=== renode_apb3_requester_flat ===
### Sizing map, renode_apb3_requester_flat

Drawn at 4 px/micron.
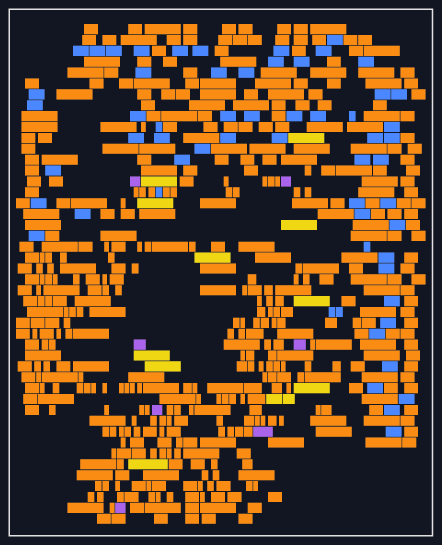

## config.mk

```make
export PLATFORM = sky130hd
export DESIGN_NAME = renode_apb3_requester_flat
export DESIGN_NICKNAME = d
export VERILOG_FILES = /design/src/rtl/renode_apb3_requester_if.sv /design/src/rtl/renode_apb3_requester.sv /design/src/flat_wrapper.sv
export SDC_FILE = /design/constraint.sdc
export NUM_CORES = 1
export LEC_CHECK = 0
export CORE_ASPECT_RATIO = 1.25
export CORE_UTILIZATION = 30
export DETAILED_ROUTE_END_ITERATION = 6
export GPL_TIMING_DRIVEN = 0
export PLACE_DENSITY = 0.69
export SETUP_SLACK_MARGIN = 0.15
export SYNTH_ARGS = -nofsm -noshare
export SYNTH_HDL_FRONTEND = slang
export SYNTH_SLANG_ARGS = --single-unit
```

## constraint.sdc

```tcl
create_clock -name pclk -period 4.37 [get_ports pclk]
set_input_delay 1.311 -clock pclk [delete_from_list [all_inputs] [get_ports pclk]]
set_output_delay 1.311 -clock pclk [all_outputs]
set_load 0.02 [all_outputs]
```

## src/rtl/renode_apb3_requester_if.sv

```systemverilog
// Bundles the command channel, the response channel and the APB3 bus of
// renode_apb3_requester. The master modport is the requester's view; the
// slave modport is the view of whatever drives commands and models the
// completer.
interface renode_apb3_requester_if #(
  parameter int AddressWidth = 20,
  parameter int DataWidth    = 32
) ();

  // command channel
  logic                    cmd_valid;
  logic                    cmd_ready;
  logic                    cmd_write;
  logic [AddressWidth-1:0] cmd_addr;
  logic [DataWidth-1:0]    cmd_wdata;

  // response channel
  logic                    rsp_valid;
  logic                    rsp_ready;
  logic [DataWidth-1:0]    rsp_rdata;
  logic                    rsp_error;
  logic                    rsp_timeout;

  // APB3 bus
  logic [AddressWidth-1:0] paddr;
  logic                    psel;
  logic                    penable;
  logic                    pwrite;
  logic [DataWidth-1:0]    pwdata;
  logic [DataWidth-1:0]    prdata;
  logic                    pready;
  logic                    pslverr;

  modport master (
    input  cmd_valid, cmd_write, cmd_addr, cmd_wdata, rsp_ready,
    input  prdata, pready, pslverr,
    output cmd_ready, rsp_valid, rsp_rdata, rsp_error, rsp_timeout,
    output paddr, psel, penable, pwrite, pwdata
  );

  modport slave (
    output cmd_valid, cmd_write, cmd_addr, cmd_wdata, rsp_ready,
    output prdata, pready, pslverr,
    input  cmd_ready, rsp_valid, rsp_rdata, rsp_error, rsp_timeout,
    input  paddr, psel, penable, pwrite, pwdata
  );

endinterface

```

## src/rtl/renode_apb3_requester.sv

```systemverilog
// APB3 requester: turns valid/ready commands into APB3 transfers and returns
// each completion on a one-entry response register. A wait-state watchdog
// aborts transfers whose completer never raises pready.
module renode_apb3_requester #(
  parameter int AddressWidth  = 20,
  parameter int DataWidth     = 32,
  parameter int TimeoutCycles = 256
) (
  input  logic                           pclk,
  input  logic                           presetn,
  renode_apb3_requester_if.master        bus
);

  // A disabled watchdog still needs a non-zero-width counter.
  localparam int              CntW     = (TimeoutCycles == 0) ? 1 : $clog2(TimeoutCycles + 1);
  localparam int              LastWait = (TimeoutCycles == 0) ? 0 : TimeoutCycles - 1;
  localparam logic [CntW-1:0] CntLast  = CntW'(LastWait);
  localparam logic [CntW-1:0] CntMax   = {CntW{1'b1}};
  localparam bit              WdogEn   = (TimeoutCycles != 0);

  typedef enum logic [1:0] {
    ST_IDLE   = 2'd0,
    ST_SETUP  = 2'd1,
    ST_ACCESS = 2'd2
  } state_t;

  state_t                  r_state;
  logic [AddressWidth-1:0] r_paddr;
  logic                    r_psel;
  logic                    r_penable;
  logic                    r_pwrite;
  logic [DataWidth-1:0]    r_pwdata;
  logic                    r_rsp_valid;
  logic [DataWidth-1:0]    r_rsp_rdata;
  logic                    r_rsp_error;
  logic                    r_rsp_timeout;
  logic [CntW-1:0]         r_wait_cnt;

  logic                    w_cmd_ready;
  logic                    w_cmd_fire;
  logic                    w_rsp_fire;
  logic                    w_wdog_hit;

  // A new command is only taken when the response slot is free or being
  // drained on the same edge, so a completion can never overwrite a response.
  assign w_cmd_ready = presetn && (r_state == ST_IDLE) && (!r_rsp_valid || bus.rsp_ready);
  assign w_cmd_fire  = bus.cmd_valid && w_cmd_ready;
  assign w_rsp_fire  = r_rsp_valid && bus.rsp_ready;
  assign w_wdog_hit  = WdogEn && (r_wait_cnt == CntLast);

  assign bus.cmd_ready   = w_cmd_ready;
  assign bus.paddr       = r_paddr;
  assign bus.psel        = r_psel;
  assign bus.penable     = r_penable;
  assign bus.pwrite      = r_pwrite;
  assign bus.pwdata      = r_pwdata;
  assign bus.rsp_valid   = r_rsp_valid;
  assign bus.rsp_rdata   = r_rsp_rdata;
  assign bus.rsp_error   = r_rsp_error;
  assign bus.rsp_timeout = r_rsp_timeout;

  // Transfer FSM with registered APB outputs, wait watchdog and response slot.
  always_ff @(posedge pclk or negedge presetn) begin
    if (!presetn) begin
      r_state       <= ST_IDLE;
      r_paddr       <= '0;
      r_psel        <= 1'b0;
      r_penable     <= 1'b0;
      r_pwrite      <= 1'b0;
      r_pwdata      <= '0;
      r_rsp_valid   <= 1'b0;
      r_rsp_rdata   <= '0;
      r_rsp_error   <= 1'b0;
      r_rsp_timeout <= 1'b0;
      r_wait_cnt    <= '0;
    end else begin
      // Consumed response; a completion below can never coincide with this.
      if (w_rsp_fire) begin
        r_rsp_valid <= 1'b0;
      end
      case (r_state)
        ST_IDLE: begin
          if (w_cmd_fire) begin
            r_paddr   <= bus.cmd_addr;
            r_pwrite  <= bus.cmd_write;
            r_pwdata  <= bus.cmd_wdata;
            r_psel    <= 1'b1;
            r_penable <= 1'b0;
            r_state   <= ST_SETUP;
          end
        end
        ST_SETUP: begin
          r_penable  <= 1'b1;
          r_wait_cnt <= '0;
          r_state    <= ST_ACCESS;
        end
        ST_ACCESS: begin
          if (bus.pready) begin
            // Normal completion; also wins over a same-edge watchdog abort.
            r_psel        <= 1'b0;
            r_penable     <= 1'b0;
            r_rsp_valid   <= 1'b1;
            r_rsp_rdata   <= r_pwrite ? '0 : bus.prdata;
            r_rsp_error   <= bus.pslverr;
            r_rsp_timeout <= 1'b0;
            r_state       <= ST_IDLE;
          end else if (w_wdog_hit) begin
            r_psel        <= 1'b0;
            r_penable     <= 1'b0;
            r_rsp_valid   <= 1'b1;
            r_rsp_rdata   <= '0;
            r_rsp_error   <= 1'b1;
            r_rsp_timeout <= 1'b1;
            r_state       <= ST_IDLE;
          end else if (WdogEn || (r_wait_cnt != CntMax)) begin
            r_wait_cnt <= r_wait_cnt + CntW'(1);
          end
        end
        default: begin
          r_psel    <= 1'b0;
          r_penable <= 1'b0;
          r_state   <= ST_IDLE;
        end
      endcase
    end
  end

endmodule

```

## src/flat_wrapper.sv

```systemverilog
// flat-port wrapper written by rule: the top's interface ports become plain ports
module renode_apb3_requester_flat 
#(
  parameter int AddressWidth  = 20,
  parameter int DataWidth     = 32,
  parameter int TimeoutCycles = 256
)
  (pclk, presetn, bus_cmd_valid, bus_cmd_write, bus_cmd_addr, bus_cmd_wdata, bus_rsp_ready, bus_prdata, bus_pready, bus_pslverr, bus_cmd_ready, bus_rsp_valid, bus_rsp_rdata, bus_rsp_error, bus_rsp_timeout, bus_paddr, bus_psel, bus_penable, bus_pwrite, bus_pwdata);
  renode_apb3_requester_if #(.AddressWidth(AddressWidth), .DataWidth(DataWidth)) bus_i ();
  input  logic pclk;
  input  logic presetn;
  input wire logic [$bits(bus_i.cmd_valid)-1:0] bus_cmd_valid;
  input wire logic [$bits(bus_i.cmd_write)-1:0] bus_cmd_write;
  input wire logic [$bits(bus_i.cmd_addr)-1:0] bus_cmd_addr;
  input wire logic [$bits(bus_i.cmd_wdata)-1:0] bus_cmd_wdata;
  input wire logic [$bits(bus_i.rsp_ready)-1:0] bus_rsp_ready;
  input wire logic [$bits(bus_i.prdata)-1:0] bus_prdata;
  input wire logic [$bits(bus_i.pready)-1:0] bus_pready;
  input wire logic [$bits(bus_i.pslverr)-1:0] bus_pslverr;
  output wire logic [$bits(bus_i.cmd_ready)-1:0] bus_cmd_ready;
  output wire logic [$bits(bus_i.rsp_valid)-1:0] bus_rsp_valid;
  output wire logic [$bits(bus_i.rsp_rdata)-1:0] bus_rsp_rdata;
  output wire logic [$bits(bus_i.rsp_error)-1:0] bus_rsp_error;
  output wire logic [$bits(bus_i.rsp_timeout)-1:0] bus_rsp_timeout;
  output wire logic [$bits(bus_i.paddr)-1:0] bus_paddr;
  output wire logic [$bits(bus_i.psel)-1:0] bus_psel;
  output wire logic [$bits(bus_i.penable)-1:0] bus_penable;
  output wire logic [$bits(bus_i.pwrite)-1:0] bus_pwrite;
  output wire logic [$bits(bus_i.pwdata)-1:0] bus_pwdata;
  assign bus_i.cmd_valid = bus_cmd_valid;
  assign bus_i.cmd_write = bus_cmd_write;
  assign bus_i.cmd_addr = bus_cmd_addr;
  assign bus_i.cmd_wdata = bus_cmd_wdata;
  assign bus_i.rsp_ready = bus_rsp_ready;
  assign bus_i.prdata = bus_prdata;
  assign bus_i.pready = bus_pready;
  assign bus_i.pslverr = bus_pslverr;
  assign bus_cmd_ready = bus_i.cmd_ready;
  assign bus_rsp_valid = bus_i.rsp_valid;
  assign bus_rsp_rdata = bus_i.rsp_rdata;
  assign bus_rsp_error = bus_i.rsp_error;
  assign bus_rsp_timeout = bus_i.rsp_timeout;
  assign bus_paddr = bus_i.paddr;
  assign bus_psel = bus_i.psel;
  assign bus_penable = bus_i.penable;
  assign bus_pwrite = bus_i.pwrite;
  assign bus_pwdata = bus_i.pwdata;
  renode_apb3_requester #(.AddressWidth(AddressWidth), .DataWidth(DataWidth), .TimeoutCycles(TimeoutCycles)) u_core (.pclk(pclk), .presetn(presetn), .bus(bus_i));
endmodule
```

=== spi_frame_slave ===
## config.mk

```make
export PLATFORM = sky130hd
export DESIGN_NAME = spi_frame_slave
export DESIGN_NICKNAME = d
export VERILOG_FILES = /design/src/rtl/spi_frame_slave.sv
export SDC_FILE = /design/constraint.sdc
export NUM_CORES = 1
export LEC_CHECK = 0
export CORE_UTILIZATION = 25
export CTS_CLUSTER_SIZE = 14
export DETAILED_ROUTE_END_ITERATION = 10
export GPL_TIMING_DRIVEN = 0
export SLEW_MARGIN = 25
export SYNTH_ARGS = -nofsm -noshare
export SYNTH_HDL_FRONTEND = slang
export SYNTH_SLANG_ARGS = --single-unit
```

## constraint.sdc

```tcl
create_clock -name clk -period 4.2 [get_ports clk]
set_input_delay 0.84 -clock clk [delete_from_list [all_inputs] [get_ports clk]]
set_output_delay 0.84 -clock clk [all_outputs]
set_load 0.02 [all_outputs]
```

## src/rtl/spi_frame_slave.sv

```systemverilog
// spi_frame_slave
//   SPI mode-0 slave that exchanges one FRAME_W-bit word per chip-select
//   assertion. On cs_n falling it asks the upstream packer for a snapshot
//   (req), loads it, and shifts it out MSB first on miso. At the same time it
//   collects the mosi word into rx_data. All SPI inputs are oversampled by clk.
//
// Ports
//   clk, reset        system clock, asynchronous active-high reset
//   sclk, cs_n, mosi  raw SPI inputs (asynchronous to clk)
//   data_frame        frame from the packer, valid the cycle after req
//   req               one-cycle snapshot request to the packer
//   miso, miso_oe     SPI data out and its output enable
//   rx_data, rx_valid last complete received word and its update pulse
//   frame_err         pulse when cs_n rises before the frame completes
//   frame_cnt         count of completed frames (wraps)
//   busy              FSM is not IDLE
module spi_frame_slave #(
    parameter int FRAME_W     = 32,
    parameter int SYNC_STAGES = 2
) (
    input  logic               clk,
    input  logic               reset,
    input  logic               sclk,
    input  logic               cs_n,
    input  logic               mosi,
    input  logic [FRAME_W-1:0] data_frame,
    output logic               req,
    output logic               miso,
    output logic               miso_oe,
    output logic [FRAME_W-1:0] rx_data,
    output logic               rx_valid,
    output logic               frame_err,
    output logic [15:0]        frame_cnt,
    output logic               busy
);

    localparam int CNT_W = $clog2(FRAME_W + 1);

    typedef enum logic [2:0] {S_IDLE, S_REQ, S_LOAD, S_SHIFT, S_DONE} state_t;

    state_t state, state_nxt;

    logic [SYNC_STAGES-1:0] sclk_sync, cs_sync, mosi_sync;
    logic                   sclk_q, cs_q;
    logic                   sclk_s, cs_s, mosi_s;
    logic                   sclk_rise, sclk_fall, cs_rise, cs_fall;
    logic                   last_rise;
    logic                   complete;
    logic [FRAME_W-1:0]     tx_shift, rx_shift;
    logic [CNT_W-1:0]       bit_cnt;

    // Input synchronizers plus one extra stage on sclk/cs_n for edge detect.
    // cs_n idles high so its chain resets to 1.
    always_ff @(posedge clk or posedge reset) begin
        if (reset) begin
            sclk_sync <= '0;
            cs_sync   <= '1;
            mosi_sync <= '0;
            sclk_q    <= 1'b0;
            cs_q      <= 1'b1;
        end else begin
            sclk_sync[0] <= sclk;
            cs_sync[0]   <= cs_n;
            mosi_sync[0] <= mosi;
            for (int i = 1; i < SYNC_STAGES; i++) begin
                sclk_sync[i] <= sclk_sync[i-1];
                cs_sync[i]   <= cs_sync[i-1];
                mosi_sync[i] <= mosi_sync[i-1];
            end
            sclk_q <= sclk_s;
            cs_q   <= cs_s;
        end
    end

    assign sclk_s    = sclk_sync[SYNC_STAGES-1];
    assign cs_s      = cs_sync[SYNC_STAGES-1];
    assign mosi_s    = mosi_sync[SYNC_STAGES-1];
    assign sclk_rise = sclk_s & ~sclk_q;
    assign sclk_fall = ~sclk_s & sclk_q;
    assign cs_rise   = cs_s & ~cs_q;
    assign cs_fall   = ~cs_s & cs_q;

    // Sampling edge that completes the word.
    assign last_rise = (state == S_SHIFT) && sclk_rise &&
                       (bit_cnt == CNT_W'(FRAME_W - 1));

    // State register
    always_ff @(posedge clk or posedge reset) begin
        if (reset) state <= S_IDLE;
        else       state <= state_nxt;
    end

    // Next-state logic
    always_comb begin
        state_nxt = state;
        case (state)
            S_IDLE:  if (cs_fall) state_nxt = S_REQ;
            S_REQ:   state_nxt = cs_rise ? S_IDLE : S_LOAD;
            S_LOAD:  state_nxt = cs_rise ? S_IDLE : S_SHIFT;
            // A deselect that lands with the final sample still completes the
            // frame, but there is no later cs_n rise to leave DONE on, so go
            // straight back to IDLE.
            S_SHIFT: if (last_rise)    state_nxt = cs_rise ? S_IDLE : S_DONE;
                     else if (cs_rise) state_nxt = S_IDLE;
            S_DONE:  if (cs_rise) state_nxt = S_IDLE;
            default: state_nxt = S_IDLE;
        endcase
    end

    // Moore outputs
    always_comb begin
        req     = (state == S_REQ);
        miso_oe = (state == S_LOAD) || (state == S_SHIFT) || (state == S_DONE);
        busy    = (state != S_IDLE);
        miso    = miso_oe & tx_shift[FRAME_W-1];
    end

    // Datapath. rx_data is taken from rx_shift one cycle after the final
    // sample, once the last bit has landed in the shifter.
    always_ff @(posedge clk or posedge reset) begin
        if (reset) begin
            tx_shift  <= '0;
            rx_shift  <= '0;
            bit_cnt   <= '0;
            rx_data   <= '0;
            rx_valid  <= 1'b0;
            frame_err <= 1'b0;
            frame_cnt <= '0;
            complete  <= 1'b0;
        end else begin
            complete  <= last_rise;
            rx_valid  <= complete;
            frame_err <= cs_rise && !last_rise &&
                         ((state == S_REQ) || (state == S_LOAD) || (state == S_SHIFT));
            if (complete) begin
                rx_data   <= rx_shift;
                frame_cnt <= frame_cnt + 16'd1;
            end
            if (state == S_LOAD) begin
                tx_shift <= data_frame;
                bit_cnt  <= '0;
            end else if (state == S_SHIFT) begin
                if (sclk_rise) begin
                    rx_shift <= {rx_shift[FRAME_W-2:0], mosi_s};
                    bit_cnt  <= bit_cnt + CNT_W'(1);
                    // Every bit has been sampled by the master; drive 0 for
                    // any over-clocked bits that follow.
                    if (last_rise) tx_shift <= '0;
                end else if (sclk_fall) begin
                    tx_shift <= {tx_shift[FRAME_W-2:0], 1'b0};
                end
            end
        end
    end

endmodule

```

=== snoop_responder ===
**src/rtl/snoop_responder.sv**
```systemverilog
// Snoop responder for the shared-bus MESI protocol: looks up the tag array, answers the bus,
// drives L1 messages and write-backs, and commits the new line state. Build option: SNOOP_PROTO_CHECK_EN.
module snoop_responder #(
  parameter int ADDR_BITS   = 32,
  parameter int OFFSET_BITS = 6,
  parameter int INDEX_BITS  = 14,
  parameter int TAG_BITS    = 12,
  parameter int WAY_BITS    = 4
) (
  input  logic                  clk,
  input  logic                  rst,
  input  logic                  snoop_valid,
  output logic                  snoop_ready,
  input  logic [1:0]            snoop_op,
  input  logic [ADDR_BITS-1:0]  snoop_addr,
  output logic                  lkp_valid,
  output logic [INDEX_BITS-1:0] lkp_index,
  output logic [TAG_BITS-1:0]   lkp_tag,
  input  logic                  lkp_hit,
  input  logic [WAY_BITS-1:0]   lkp_way,
  input  logic [1:0]            lkp_mesi,
  output logic                  upd_valid,
  output logic [INDEX_BITS-1:0] upd_index,
  output logic [WAY_BITS-1:0]   upd_way,
  output logic [1:0]            upd_mesi,
  output logic                  result_valid,
  output logic [1:0]            snoop_result,
  output logic                  msg_valid,
  input  logic                  msg_ready,
  output logic [1:0]            msg_type,
  output logic [ADDR_BITS-1:0]  msg_addr,
  output logic                  wb_valid,
  input  logic                  wb_ready,
  output logic [ADDR_BITS-1:0]  wb_addr,
  output logic                  snoop_done,
  output logic                  proto_err
);

  localparam logic [1:0] OP_READ = 2'd0, OP_WRITE = 2'd1, OP_INV = 2'd2, OP_RWIM = 2'd3;
  localparam logic [1:0] ST_M = 2'd0, ST_E = 2'd1, ST_S = 2'd2, ST_I = 2'd3;
  localparam logic [1:0] R_NOHIT = 2'd0, R_HIT = 2'd1, R_HITM = 2'd2;
  localparam logic [1:0] MT_GETLINE = 2'd0, MT_INVLINE = 2'd2;

  typedef enum logic [2:0] {
    S_IDLE, S_LOOKUP, S_RESOLVE, S_MSG1, S_WB, S_MSG2, S_DONE
  } state_t;

  state_t                 state_q, state_d;
  logic [1:0]             op_q, op_d;
  logic [ADDR_BITS-1:0]   addr_q, addr_d;
  logic [WAY_BITS-1:0]    way_q, way_d;
  logic [1:0]             mesi_q, mesi_d;
  logic                   upd_en_q, upd_en_d;
  logic                   gl_q, gl_d;
  logic                   wb_q, wb_d;
  logic                   inv_q, inv_d;
  logic [1:0]             res_q, res_d;
  logic                   res_vld_q, res_vld_d;

  logic [1:0] r_res, r_mesi;
  logic       r_gl, r_wb, r_inv, r_upd;
`ifdef SNOOP_PROTO_CHECK_EN
  logic       r_perr;
  logic       perr_q, perr_d;
`endif

  // Action table: what the looked-up line state demands for the captured bus op.
  always_comb begin
    r_res  = R_NOHIT;
    r_mesi = ST_I;
    r_gl   = 1'b0;
    r_wb   = 1'b0;
    r_inv  = 1'b0;
    r_upd  = 1'b0;
`ifdef SNOOP_PROTO_CHECK_EN
    r_perr = 1'b0;
`endif
    if (lkp_hit) begin
      case (op_q)
        OP_READ: begin
          case (lkp_mesi)
            ST_M: begin
              r_res = R_HITM; r_gl = 1'b1; r_wb = 1'b1; r_upd = 1'b1; r_mesi = ST_S;
            end
            ST_E: begin
              r_res = R_HIT; r_upd = 1'b1; r_mesi = ST_S;
            end
            ST_S: r_res = R_HIT;
            default: ;
          endcase
        end
        OP_WRITE: begin
`ifdef SNOOP_PROTO_CHECK_EN
          if (lkp_mesi == ST_M) r_perr = 1'b1;
`endif
        end
        OP_INV: begin
          case (lkp_mesi)
            ST_S: begin
              r_res = R_HIT; r_inv = 1'b1; r_upd = 1'b1;
            end
            ST_M, ST_E: begin
`ifdef SNOOP_PROTO_CHECK_EN
              r_perr = 1'b1;
`else
              r_res = R_HIT; r_inv = 1'b1; r_upd = 1'b1;
`endif
            end
            default: ;
          endcase
        end
        OP_RWIM: begin
          case (lkp_mesi)
            ST_M: begin
              r_res = R_HITM; r_gl = 1'b1; r_wb = 1'b1; r_inv = 1'b1; r_upd = 1'b1;
            end
            ST_E, ST_S: begin
              r_res = R_HIT; r_inv = 1'b1; r_upd = 1'b1;
            end
            default: ;
          endcase
        end
        default: ;
      endcase
    end
  end

  always_comb begin
    state_d   = state_q;
    op_d      = op_q;
    addr_d    = addr_q;
    way_d     = way_q;
    mesi_d    = mesi_q;
    upd_en_d  = upd_en_q;
    gl_d      = gl_q;
    wb_d      = wb_q;
    inv_d     = inv_q;
    res_d     = res_q;
    res_vld_d = 1'b0;
`ifdef SNOOP_PROTO_CHECK_EN
    perr_d    = 1'b0;
`endif
    case (state_q)
      S_IDLE: begin
        if (snoop_valid) begin
          op_d    = snoop_op;
          addr_d  = snoop_addr;
          state_d = S_LOOKUP;
        end
      end
      S_LOOKUP: state_d = S_RESOLVE;
      S_RESOLVE: begin
        res_d     = r_res;
        res_vld_d = 1'b1;
`ifdef SNOOP_PROTO_CHECK_EN
        perr_d    = r_perr;
`endif
        way_d     = lkp_way;
        mesi_d    = r_mesi;
        upd_en_d  = r_upd;
        gl_d      = r_gl;
        wb_d      = r_wb;
        inv_d     = r_inv;
        if (r_gl)       state_d = S_MSG1;
        else if (r_wb)  state_d = S_WB;
        else if (r_inv) state_d = S_MSG2;
        else            state_d = S_DONE;
      end
      S_MSG1: begin
        if (msg_ready) begin
          if (wb_q)       state_d = S_WB;
          else if (inv_q) state_d = S_MSG2;
          else            state_d = S_DONE;
        end
      end
      S_WB: begin
        if (wb_ready) state_d = inv_q ? S_MSG2 : S_DONE;
      end
      S_MSG2: begin
        if (msg_ready) state_d = S_DONE;
      end
      S_DONE: state_d = S_IDLE;
      default: state_d = S_IDLE;
    endcase
  end

  // Reset anywhere returns to IDLE; DONE is never reached so no update is committed.
  always_ff @(posedge clk) begin
    if (rst) begin
      state_q   <= S_IDLE;
      op_q      <= 2'd0;
      addr_q    <= '0;
      way_q     <= '0;
      mesi_q    <= 2'd0;
      upd_en_q  <= 1'b0;
      gl_q      <= 1'b0;
      wb_q      <= 1'b0;
      inv_q     <= 1'b0;
      res_q     <= 2'd0;
      res_vld_q <= 1'b0;
`ifdef SNOOP_PROTO_CHECK_EN
      perr_q    <= 1'b0;
`endif
    end else begin
      state_q   <= state_d;
      op_q      <= op_d;
      addr_q    <= addr_d;
      way_q     <= way_d;
      mesi_q    <= mesi_d;
      upd_en_q  <= upd_en_d;
      gl_q      <= gl_d;
      wb_q      <= wb_d;
      inv_q     <= inv_d;
      res_q     <= res_d;
      res_vld_q <= res_vld_d;
`ifdef SNOOP_PROTO_CHECK_EN
      perr_q    <= perr_d;
`endif
    end
  end

  assign snoop_ready  = (state_q == S_IDLE);
  assign lkp_valid    = (state_q == S_LOOKUP);
  assign lkp_index    = addr_q[OFFSET_BITS +: INDEX_BITS];
  assign lkp_tag      = addr_q[ADDR_BITS-1 -: TAG_BITS];
  assign upd_valid    = (state_q == S_DONE) && upd_en_q;
  assign upd_index    = addr_q[OFFSET_BITS +: INDEX_BITS];
  assign upd_way      = way_q;
  assign upd_mesi     = mesi_q;
  assign result_valid = res_vld_q;
  assign snoop_result = res_q;
  assign msg_valid    = (state_q == S_MSG1) || (state_q == S_MSG2);
  assign msg_type     = (state_q == S_MSG2) ? MT_INVLINE : MT_GETLINE;
  assign msg_addr     = {addr_q[ADDR_BITS-1:OFFSET_BITS], {OFFSET_BITS{1'b0}}};
  assign wb_valid     = (state_q == S_WB);
  assign wb_addr      = {addr_q[ADDR_BITS-1:OFFSET_BITS], {OFFSET_BITS{1'b0}}};
  assign snoop_done   = (state_q == S_DONE);
`ifdef SNOOP_PROTO_CHECK_EN
  assign proto_err    = perr_q;
`else
  assign proto_err    = 1'b0;
`endif

endmodule

```
**config.mk**
```make
export PLATFORM = sky130hd
export DESIGN_NAME = snoop_responder
export DESIGN_NICKNAME = d
export VERILOG_FILES = /design/src/rtl/snoop_responder.sv
export SDC_FILE = /design/constraint.sdc
export NUM_CORES = 1
export LEC_CHECK = 0
export ABC_AREA = 1
export CORE_ASPECT_RATIO = 0.7
export CORE_MARGIN = 1.5
export CORE_UTILIZATION = 32
export CTS_BUF_LIST = sky130_fd_sc_hd__clkbuf_8 sky130_fd_sc_hd__clkbuf_16
export CTS_CLUSTER_SIZE = 40
export DETAILED_ROUTE_END_ITERATION = 8
export PLACE_DENSITY = 0.86
export SYNTH_ARGS = -nofsm -noshare
export SYNTH_HDL_FRONTEND = slang
export SYNTH_SLANG_ARGS = --single-unit
export TNS_END_PERCENT = 30
```
**constraint.sdc**
```tcl
create_clock -name clk -period 1.25 [get_ports clk]
set_input_delay 0.25 -clock clk [delete_from_list [all_inputs] [get_ports clk]]
set_output_delay 0.25 -clock clk [all_outputs]
set_load 0.005 [all_outputs]
```
=== sram_bus_arbiter ===
**config.mk**
```make
export PLATFORM = sky130hd
export DESIGN_NAME = sram_bus_arbiter
export DESIGN_NICKNAME = d
export VERILOG_FILES = /design/src/rtl/sram_bus_arbiter.sv
export SDC_FILE = /design/constraint.sdc
export NUM_CORES = 1
export LEC_CHECK = 0
export CELL_PAD_IN_SITES_DETAIL_PLACEMENT = 1
export CELL_PAD_IN_SITES_GLOBAL_PLACEMENT = 1
export CORE_UTILIZATION = 33
export CTS_BUF_LIST = sky130_fd_sc_hd__clkbuf_4
export DETAILED_ROUTE_END_ITERATION = 10
export PLACE_DENSITY = 0.86
export SLEW_MARGIN = 30
export SYNTH_ARGS = -nofsm -noshare
export SYNTH_HDL_FRONTEND = slang
export SYNTH_SLANG_ARGS = --single-unit
```
**constraint.sdc**
```tcl
create_clock -name clk -period 5.8 [get_ports clk]
set_input_delay 1.16 -clock clk [delete_from_list [all_inputs] [get_ports clk]]
set_output_delay 1.16 -clock clk [all_outputs]
set_load 0.02 [all_outputs]
```
**src/rtl/sram_bus_arbiter.sv**
```systemverilog
// rtl/sram_bus_arbiter.sv - two-master arbiter/sequencer in front of the single-port SRAM controller
//
// Shares one SRAM controller between the instruction-fetch port (IF, read only)
// and the data port (MEM, read/write with byte mask). One request is latched at
// a time, the controller strobe is held until ctl_ack (or the watchdog fires),
// and the result is returned to the owner with a one-cycle ack.
//
// Ports:
//   clk, rst                      clock, asynchronous active-high reset
//   if_req/if_addr                IF request, held with its address until if_ack
//   if_rdata/if_ack               IF read data, qualified by the one-cycle if_ack
//   mem_req/we/addr/wdata/mask    MEM request and fields, held until mem_ack
//   mem_rdata/mem_ack             MEM read data, qualified by the one-cycle mem_ack
//   ctl_read/ctl_write            controller strobes (never both high)
//   ctl_addr/wdata/mask           latched transaction fields to the controller
//   ctl_rdata/ctl_ack             controller read data and completion pulse
//   timeout_err                   one-cycle pulse, coincident with the ack of an aborted transaction
module sram_bus_arbiter #(
  parameter int ADDR_W       = 20,
  parameter int DATA_W       = 32,
  parameter int MASK_W       = 4,
  parameter int STARVE_LIMIT = 4,
  parameter int TIMEOUT      = 255
) (
  input  logic              clk,
  input  logic              rst,
  input  logic              if_req,
  input  logic [ADDR_W-1:0] if_addr,
  output logic [DATA_W-1:0] if_rdata,
  output logic              if_ack,
  input  logic              mem_req,
  input  logic              mem_we,
  input  logic [ADDR_W-1:0] mem_addr,
  input  logic [DATA_W-1:0] mem_wdata,
  input  logic [MASK_W-1:0] mem_mask,
  output logic [DATA_W-1:0] mem_rdata,
  output logic              mem_ack,
  output logic              ctl_read,
  output logic              ctl_write,
  output logic [ADDR_W-1:0] ctl_addr,
  output logic [DATA_W-1:0] ctl_wdata,
  output logic [MASK_W-1:0] ctl_mask,
  input  logic [DATA_W-1:0] ctl_rdata,
  input  logic              ctl_ack,
  output logic              timeout_err
);

  localparam int SC_W = $clog2(STARVE_LIMIT + 1);
  localparam logic [SC_W-1:0] STARVE_MAX = SC_W'(STARVE_LIMIT);
  localparam logic [7:0]      WD_MAX     = 8'(TIMEOUT);

  typedef enum logic [1:0] {IDLE, GRANT_IF, GRANT_MEM, RESP} state_t;

  state_t            state_q, state_d;
  logic [SC_W-1:0]   starve_cnt;
  logic [7:0]        wd_cnt;
  logic              pick_if, pick_mem, done_ack, done_to;

  always_ff @(posedge clk or posedge rst) begin
    if (rst) state_q <= IDLE;
    else     state_q <= state_d;
  end

  always_comb begin
    state_d  = state_q;
    pick_if  = 1'b0;
    pick_mem = 1'b0;
    done_ack = 1'b0;
    done_to  = 1'b0;
    unique case (state_q)
      IDLE: begin
        // MEM wins a tie unless IF has been passed over STARVE_LIMIT times
        if (if_req && (!mem_req || starve_cnt == STARVE_MAX)) begin
          pick_if = 1'b1;
          state_d = GRANT_IF;
        end else if (mem_req) begin
          pick_mem = 1'b1;
          state_d  = GRANT_MEM;
        end
      end
      GRANT_IF, GRANT_MEM: begin
        // ack takes priority over a watchdog expiry in the same cycle
        if (ctl_ack) begin
          done_ack = 1'b1;
          state_d  = RESP;
        end else if (wd_cnt == WD_MAX) begin
          done_to = 1'b1;
          state_d = RESP;
        end
      end
      RESP:    state_d = IDLE;
      default: state_d = IDLE;
    endcase
  end

  always_ff @(posedge clk or posedge rst) begin
    if (rst) begin
      ctl_read    <= 1'b0;
      ctl_write   <= 1'b0;
      ctl_addr    <= '0;
      ctl_wdata   <= '0;
      ctl_mask    <= '0;
      if_ack      <= 1'b0;
      mem_ack     <= 1'b0;
      if_rdata    <= '0;
      mem_rdata   <= '0;
      timeout_err <= 1'b0;
      starve_cnt  <= '0;
      wd_cnt      <= '0;
    end else begin
      if_ack      <= 1'b0;
      mem_ack     <= 1'b0;
      timeout_err <= 1'b0;

      // wd_cnt holds the number of the current strobe cycle, so the strobe
      // stays up for exactly TIMEOUT cycles when the controller never answers
      if (pick_if) begin
        ctl_read   <= 1'b1;
        ctl_addr   <= if_addr;
        ctl_wdata  <= '0;
        ctl_mask   <= '1;
        starve_cnt <= '0;
        wd_cnt     <= 8'd1;
      end else if (pick_mem) begin
        ctl_read   <= ~mem_we;
        ctl_write  <= mem_we;
        ctl_addr   <= mem_addr;
        ctl_wdata  <= mem_we ? mem_wdata : '0;
        ctl_mask   <= mem_we ? mem_mask : '1;
        if (if_req)
          starve_cnt <= (starve_cnt == STARVE_MAX) ? starve_cnt : starve_cnt + 1'b1;
        else
          starve_cnt <= '0;
        wd_cnt     <= 8'd1;
      end else if (state_q == IDLE) begin
        // idle with no grant means nobody requested, so IF is not waiting
        starve_cnt <= '0;
      end

      if (done_ack || done_to) begin
        ctl_read    <= 1'b0;
        ctl_write   <= 1'b0;
        wd_cnt      <= '0;
        timeout_err <= done_to;
        if (state_q == GRANT_IF) begin
          if_ack   <= 1'b1;
          if_rdata <= done_ack ? ctl_rdata : '0;
        end else begin
          mem_ack   <= 1'b1;
          mem_rdata <= done_ack ? ctl_rdata : '0;
        end
      end else if (state_q == GRANT_IF || state_q == GRANT_MEM) begin
        wd_cnt <= wd_cnt + 8'd1;
      end
    end
  end

endmodule
```
### A small window of the routed layout, spi_frame_slave

Region (64, 64) to (89, 89) microns. Cells in grey, sequential cells in the stronger grey; small squares are vias.
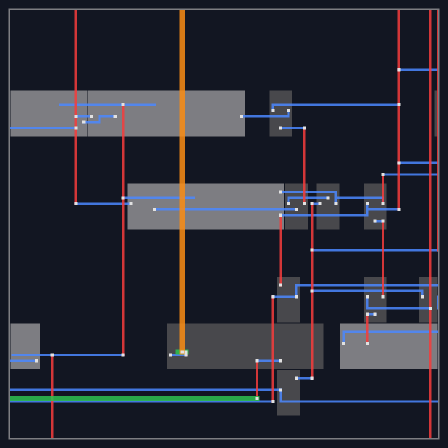
M4 -> orange
M1 -> blue
M3 -> green
M2 -> red
cells with their middle in the window = 12
most frequent = nand2_1 (6), dfrtp_1 (3)
sequential cells in the window = 3
netlist names of flops here include = rx_shift (2), mosi_sync (1)

==> results.txt, spi_frame_slave <==
fresh numbers from the pnr run: Die Y=153 microns, vias in the first global route=3940, clk tree area frac=7.30%, Syn Area/Cell=11.4 sq um, ys async rst share=100%, peak supply drop=0.265 mV, Non-clk invs=3, Worst slew margin=60.3%, Top pwr grp=sequential cells, most frequent cell after synthesis=nand2_1, most used logic cell in the final layout=nand2_1, GRT met1 Usage=14.9%, tap cells=280, sequential cell area share=43.5%, DRC=9, R2R depth=7, stage-log warning count=26, CTS resizes=0, Commonest flop=dfrtp_1, outcome=complete, but fails checks, Max Slew Vio Count=0, ratio of cells with drive above 1 in the final layout=18.1%, Pwr Density=467 nW/um^2, reg2reg start=sclk_q, CP max FO=10, WP depth=5, failing checks=design-rule violations, slowest CP cell=clkdlybuf4s50_1, Hold Path End=mosi_sync[1], fin crit share=72.2%
spi_frame_slave: registers in the layout, indices dropped and copies added (netlist names):
| register | cells |
|---|---|
| bit_cnt | 6 |
| complete | 1 |
| cs_q | 1 |
| cs_sync | 2 |
| frame_cnt | 16 |
| frame_err | 1 |
| mosi_sync | 2 |
| rx_data | 32 |
| rx_shift | 32 |
| rx_valid | 1 |
| sclk_q | 1 |
| sclk_sync | 2 |
| state | 3 |
| tx_shift | 32 |
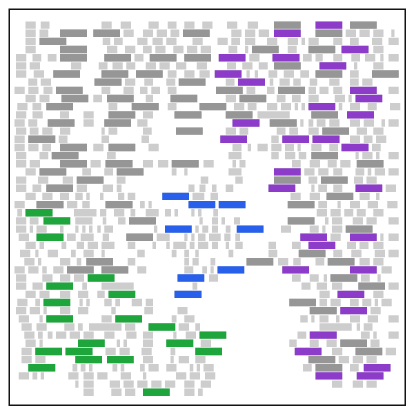
*Sequential cells grouped by signal name, sram_bus_arbiter*
Drawn at 3 px/micron.
if_rdata -> purple  # placed flops 32
wd_cnt -> blue  # placed flops 8, where middle
ctl_addr -> green  # placed flops 20, where bottom left
not coloured = 78

==> results.txt, sram_bus_arbiter <==
fresh numbers from the pnr run: dpl cell area=8090 sq um, area of the core=16100 sq um, register area share after synthesis=62.4%, most frequent cells in the layout=238 x clkdlybuf4s50_1, 138 x dfrtp_1, 60 x o2bb2ai_1, 59 x nand2_1, 32 x a22o_1, PortBufs=238, post-synthesis simple-gate area fraction=6.67%, DIE WIDTH=132 microns, WP depth=1, DR WL met2=9020 microns, outcome=completed, vias in the first global route=5116, Flops after synth=138, initial antenna violation count=1, clk root buf=clkbuf_4, signal buffers share of area=29.0%, Pre-antenna DRT Iters=4, Die Y=132 microns, number of enable flip-flop cells=0, Flop area=3450 sq um, floorplan utilization=34.3%, combinational share of cell area=22.3%, fin crit share=47.4%, worst hold path depth=1, top area contributor share=62.4%, WL met3=1160 microns, H-tree depth=4, pre-CTS setup slack=2.78 ns, maxcap violations=0, Commonest cells post-synth=138 x dfrtp_1, 60 x o2bb2ai_1, 59 x nand2_1, final tally of setup violations=0, clock sinks=138, Post-Syn Area=5530 sq um, Rows=46, vias=4640, Worst Skew=0.0125 ns, Mapped Cells=446, met2 usage=37.2%, most frequent cell after synthesis=dfrtp_1
-- sram_bus_arbiter: power breakdown --
part / switching, mW / internal, mW
registers: 0.264 / 1.38
clock network: 0.364 / 0.343
logic: 1.31 / 1.14
-- sram_bus_arbiter: sequential cells by signal (all words and copies together) (netlist names) --
register and cells:
ctl_wdata 32, if_ack 1, mem_rdata 32, ctl_read 1, ctl_write 1, starve_cnt 3, if_rdata 32, timeout_err 1
mem_ack 1, ctl_mask 4, state_q 2, wd_cnt 8, ctl_addr 20
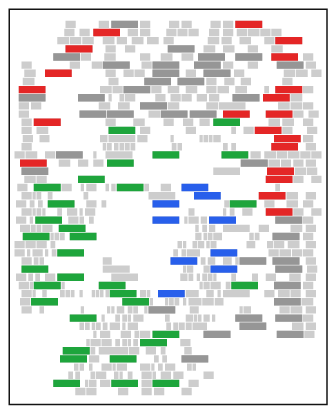
*Sequential cells grouped by signal name, renode_apb3_requester_flat*
Drawn at 3 px/micron.
u_core.bus.paddr -> red  # placed flops 20
u_core.bus.rsp_rdata -> green  # placed flops 32
u_core.r_wait_cnt -> blue  # placed flops 9, where middle

Notes on 'Sizing map' of renode_apb3_requester_flat above:
x6 and larger -> yellow  # cells 12
x1 and smaller -> orange  # cells 452
x3 and x4 -> purple  # cells 7
x2 -> blue  # cells 59

==> results.txt, renode_apb3_requester_flat <==
fresh numbers from the pnr run: maximum clock path buffer count=2, Combinational Power=1.43 mW, Synth mux share=15.4%, initial antenna violation count=0, Worst Path Buf+Inv=2, final instance area=6330 sq um, HPWL Detailed=8150 microns, Top class by area=registers, CP startpoint=presetn, area of the core=12800 sq um, actual slew at the worst max-slew pin=1.06 ns, slowest CP cell=clkdlybuf4s50_1, switching share of power=34.1%, Hold Path End=u_core.bus.psel, logic area=1400 sq um, DRC=0, Seq Cell Count=100, adder share=0.936%, ratio of cells with drive above 1 in the final layout=14.7%, R2R depth=7, Mapped Cells=332, Combinational Gates=208, maxcap violations=0, peak supply drop=0.277 mV, crit start category=input pin, library cells used by synthesis=30, Antenna Nets Post-Route=0, minimum clock period after layout=4.00 ns, Total Wirelength=11000 microns, CP max stage delay=0.61 ns, final tally of setup violations=0, hold_buf cts=0, Final Worst Setup Slack=0.366 ns, signal buffers share of area=30.5%, Final nets=619, final cell count without fillers=698, TritonCTS clock tree=done, Top pwr grp=combinational cells, Worst-path clk slew=0.06 ns, crit path DAT=2.69 ns, worst hold path depth=1, gr usage total=16.7%, area leader, netlist=dfrtp_1, Comb pwr share=40.4%, I/O Pins=182, top area contributor share=62.4%, syn_nets=426, via/cell ratio=4.72, fin crit share=91.6%, sequential share of power=38.5%, Total Power=3.54 mW, post-synthesis simple-gate area fraction=8.27%, DIE WIDTH=105 microns, Post-CTS Setup Repair Bufs=0, Crit. End Element=output pin, Largest cells by area=dfrtp_1 62%, mux2_2 15%, o21ai_0 8.6%, First DRT Iteration DRCs=110, combinational share of cell area=22.1%, Post-Syn Area=4010 sq um, xor+xnor area frac=0%, switching pwr=1.21 mW, pre-CTS setup slack=0.303 ns, Clk power=0.750 mW, Synth-to-Final Area Change=58.0%, Worst Skew=0.0124 ns, Buffers, non-clock=203, outcome=completed, PortBufs=181, n_diodes=0, sequential cell area share=39.5%
renode_apb3_requester_flat: per-layer routing:
metal / track usage [%] / vias up / wire (microns)
li1: - / 1554 / -
met1: 19.8 / 1619 / 4550
met2: 29.3 / 108 / 5660
met3: 3.22 / 12 / 612
met4: 6.65 / 0 / 202
met5: 0 / - / 0
renode_apb3_requester_flat: kinds of logic after synthesis:
group | count (synthesis)
AND-OR/OR-AND | 80
adder cells (fa/ha/maj) | 3
buffers and inverters | 24
flip-flops | 100
multiplexers | 55
AND/OR/NAND/NOR | 70
### Track usage over the die, snoop_responder

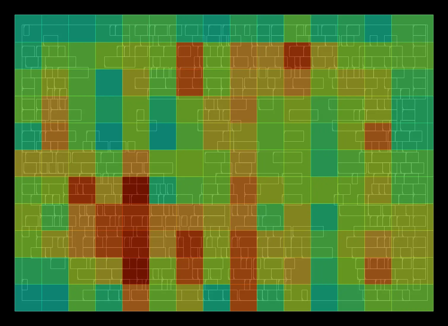
gr usage total: 18.5%
met3 Track Usage GR: 4.88%
GRT met1 Usage: 20.4%
met2 usage: 34.8%

==> results.txt, snoop_responder <==
fresh numbers from the pnr run: hold_buf cts=0, Total Wirelength=7740 microns, reg2reg start=state_q[1], outcome=complete, but fails checks, CP cell instances=inv_4, nor3_4, buf_4, and2_4, buf_6, Flops after synth=42, vias in the first global route=2448, ratio of cells with drive above 1 in the final layout=39.5%, gr ovfl total=0, register area share after synthesis=34.5%, HP Class=flop to flop, Syn Area/Cell=7.57 sq um, final tally of setup violations=49, Worst Path Buf+Inv=3, via/cell ratio=4.45, yosys cell count=322, clock buffers=6, adder share=3.59%, CTS Buf Count=5, vias=2441, post-synthesis simple-gate area fraction=20.4%, Placed Cells=513, final instance area=4210 sq um, ys async rst share=0%, Pre-antenna DRT Iters=4, Commonest flop=dfxtp_1, Flop area=898 sq um, Pwr Density=1920 nW/um^2, logic area=1150 sq um, Setup crit end=upd_valid, H-tree depth=2, WP depth=5, Combinational Gates=177, slowest CP cell=dfxtp_4, dpl cell area=3630 sq um, Combinational Power=5.10 mW, crit path DAT=1.26 ns, CP startpoint=state_q[2], Pint=4.97 mW, most used logic cell in the final layout=dlygate4sd2_1, Commonest cells post-synth=82 x buf_4, 53 x nand2_1, 42 x dfxtp_1, Mapped Cells=322, hold_sp=upd_mesi[1], failing checks=negative setup slack, Top pwr grp=combinational cells, maximum clock path buffer count=2, Synth-to-Final Area Change=72.9%, area leader, netlist=dfxtp_1, floorplan utilization=33.2%, RSZ-0062 raised after global routing=yes, Main logic family=buffers and inverters, switching pwr=3.11 mW, Non-clk invs=20, first-pass GRT wire length=12000 microns, Reg-to-Reg End=upd_mesi[0], top area contributor share=34.5%, Final Worst Setup Slack=-0.257 ns, Hold Path End=upd_mesi[1], Total Power=8.07 mW
## snoop_responder: sequential cells by signal, summed over array words and instances (netlist names)
register	count
result_valid	1
addr_q	26
wb_q	1
upd_en_q	1
snoop_result	1
upd_way	4
upd_mesi	2
state_q	3
inv_q	1
op_q	2
## snoop_responder: timing repair
action,in CTS,in global routing
setup buffers,23,9
endpoints found under the setup margin,147,57
gates resized,233,55
pin swaps,30,12
## snoop_responder: metal layers
metal / up-vias / share of wire (%)
met5: - / 0
met1: 1135 / 38
met2: 105 / 53
li1: 1191 / -
met4: 0 / 1.5
met3: 10 / 7.6


==> layout pictures side by side <==
Track usage over the die.
Plate I
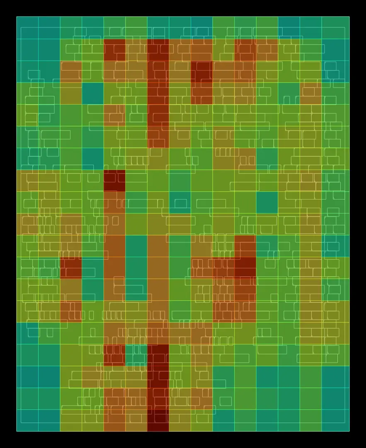
Plate II
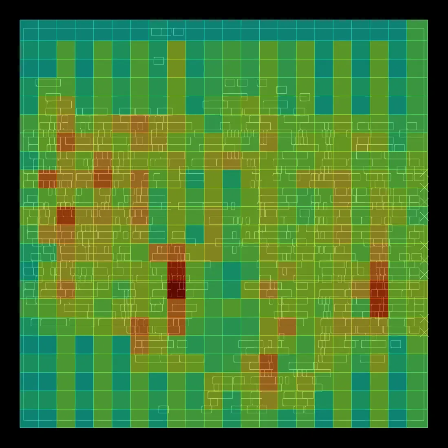
Plate III
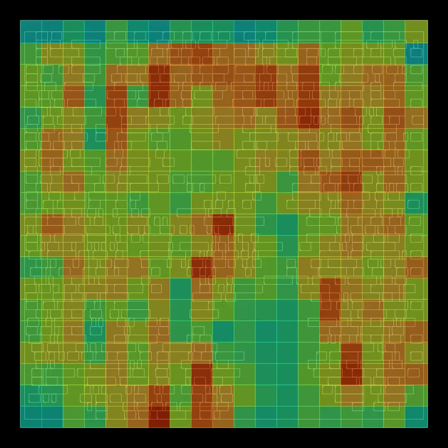
Plate III is sram_bus_arbiter.
Plate I is renode_apb3_requester_flat.
Plate II is spi_frame_slave.
The one with the most wire per cell is Plate III.
The one with the least wire per cell is Plate II.


==> screenshots <==
A small window of the routed layout.
image #1
Region (40, 53) to (65, 78) microns. Cells in grey, sequential cells in the stronger grey; small squares are vias.
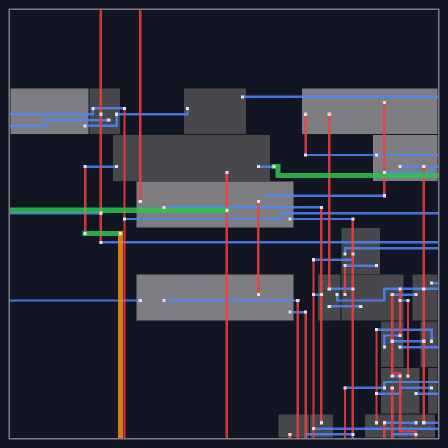
image #2
Region (53, 53) to (78, 78) microns. Cells in grey, sequential cells in the stronger grey; small squares are vias.
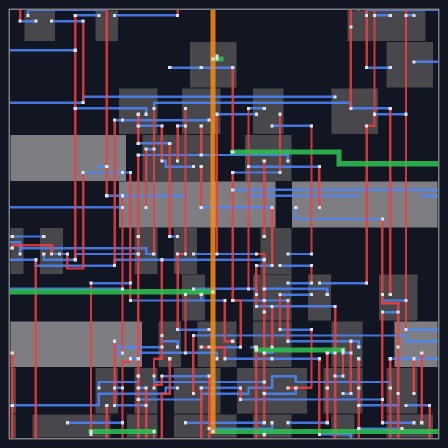
image #3
Region (41, 26) to (66, 51) microns. Cells in grey, sequential cells in the stronger grey; small squares are vias.
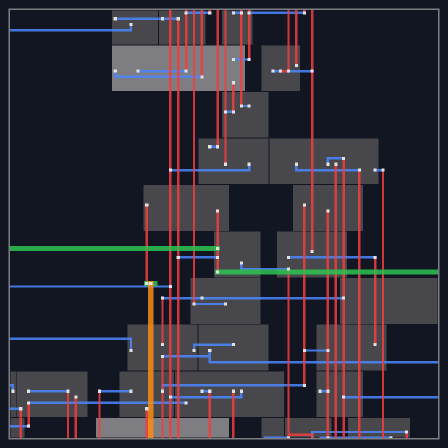
| from | picture |
|---|---|
| snoop_responder | image #3 |
| renode_apb3_requester_flat | image #1 |
| sram_bus_arbiter | image #2 |

Key to image #2:
M4 -> orange
M1 -> blue
M3 -> green
M2 -> red
cells with their middle in the window = 39
sequential cells in the window = 4
netlist names of flops here include = wd_cnt (4)
most frequent = nor2_1 (6), nand2_1 (4), dfrtp_1 (4)

Power figures rest on the tool's default switching activity, not on a simulated workload.
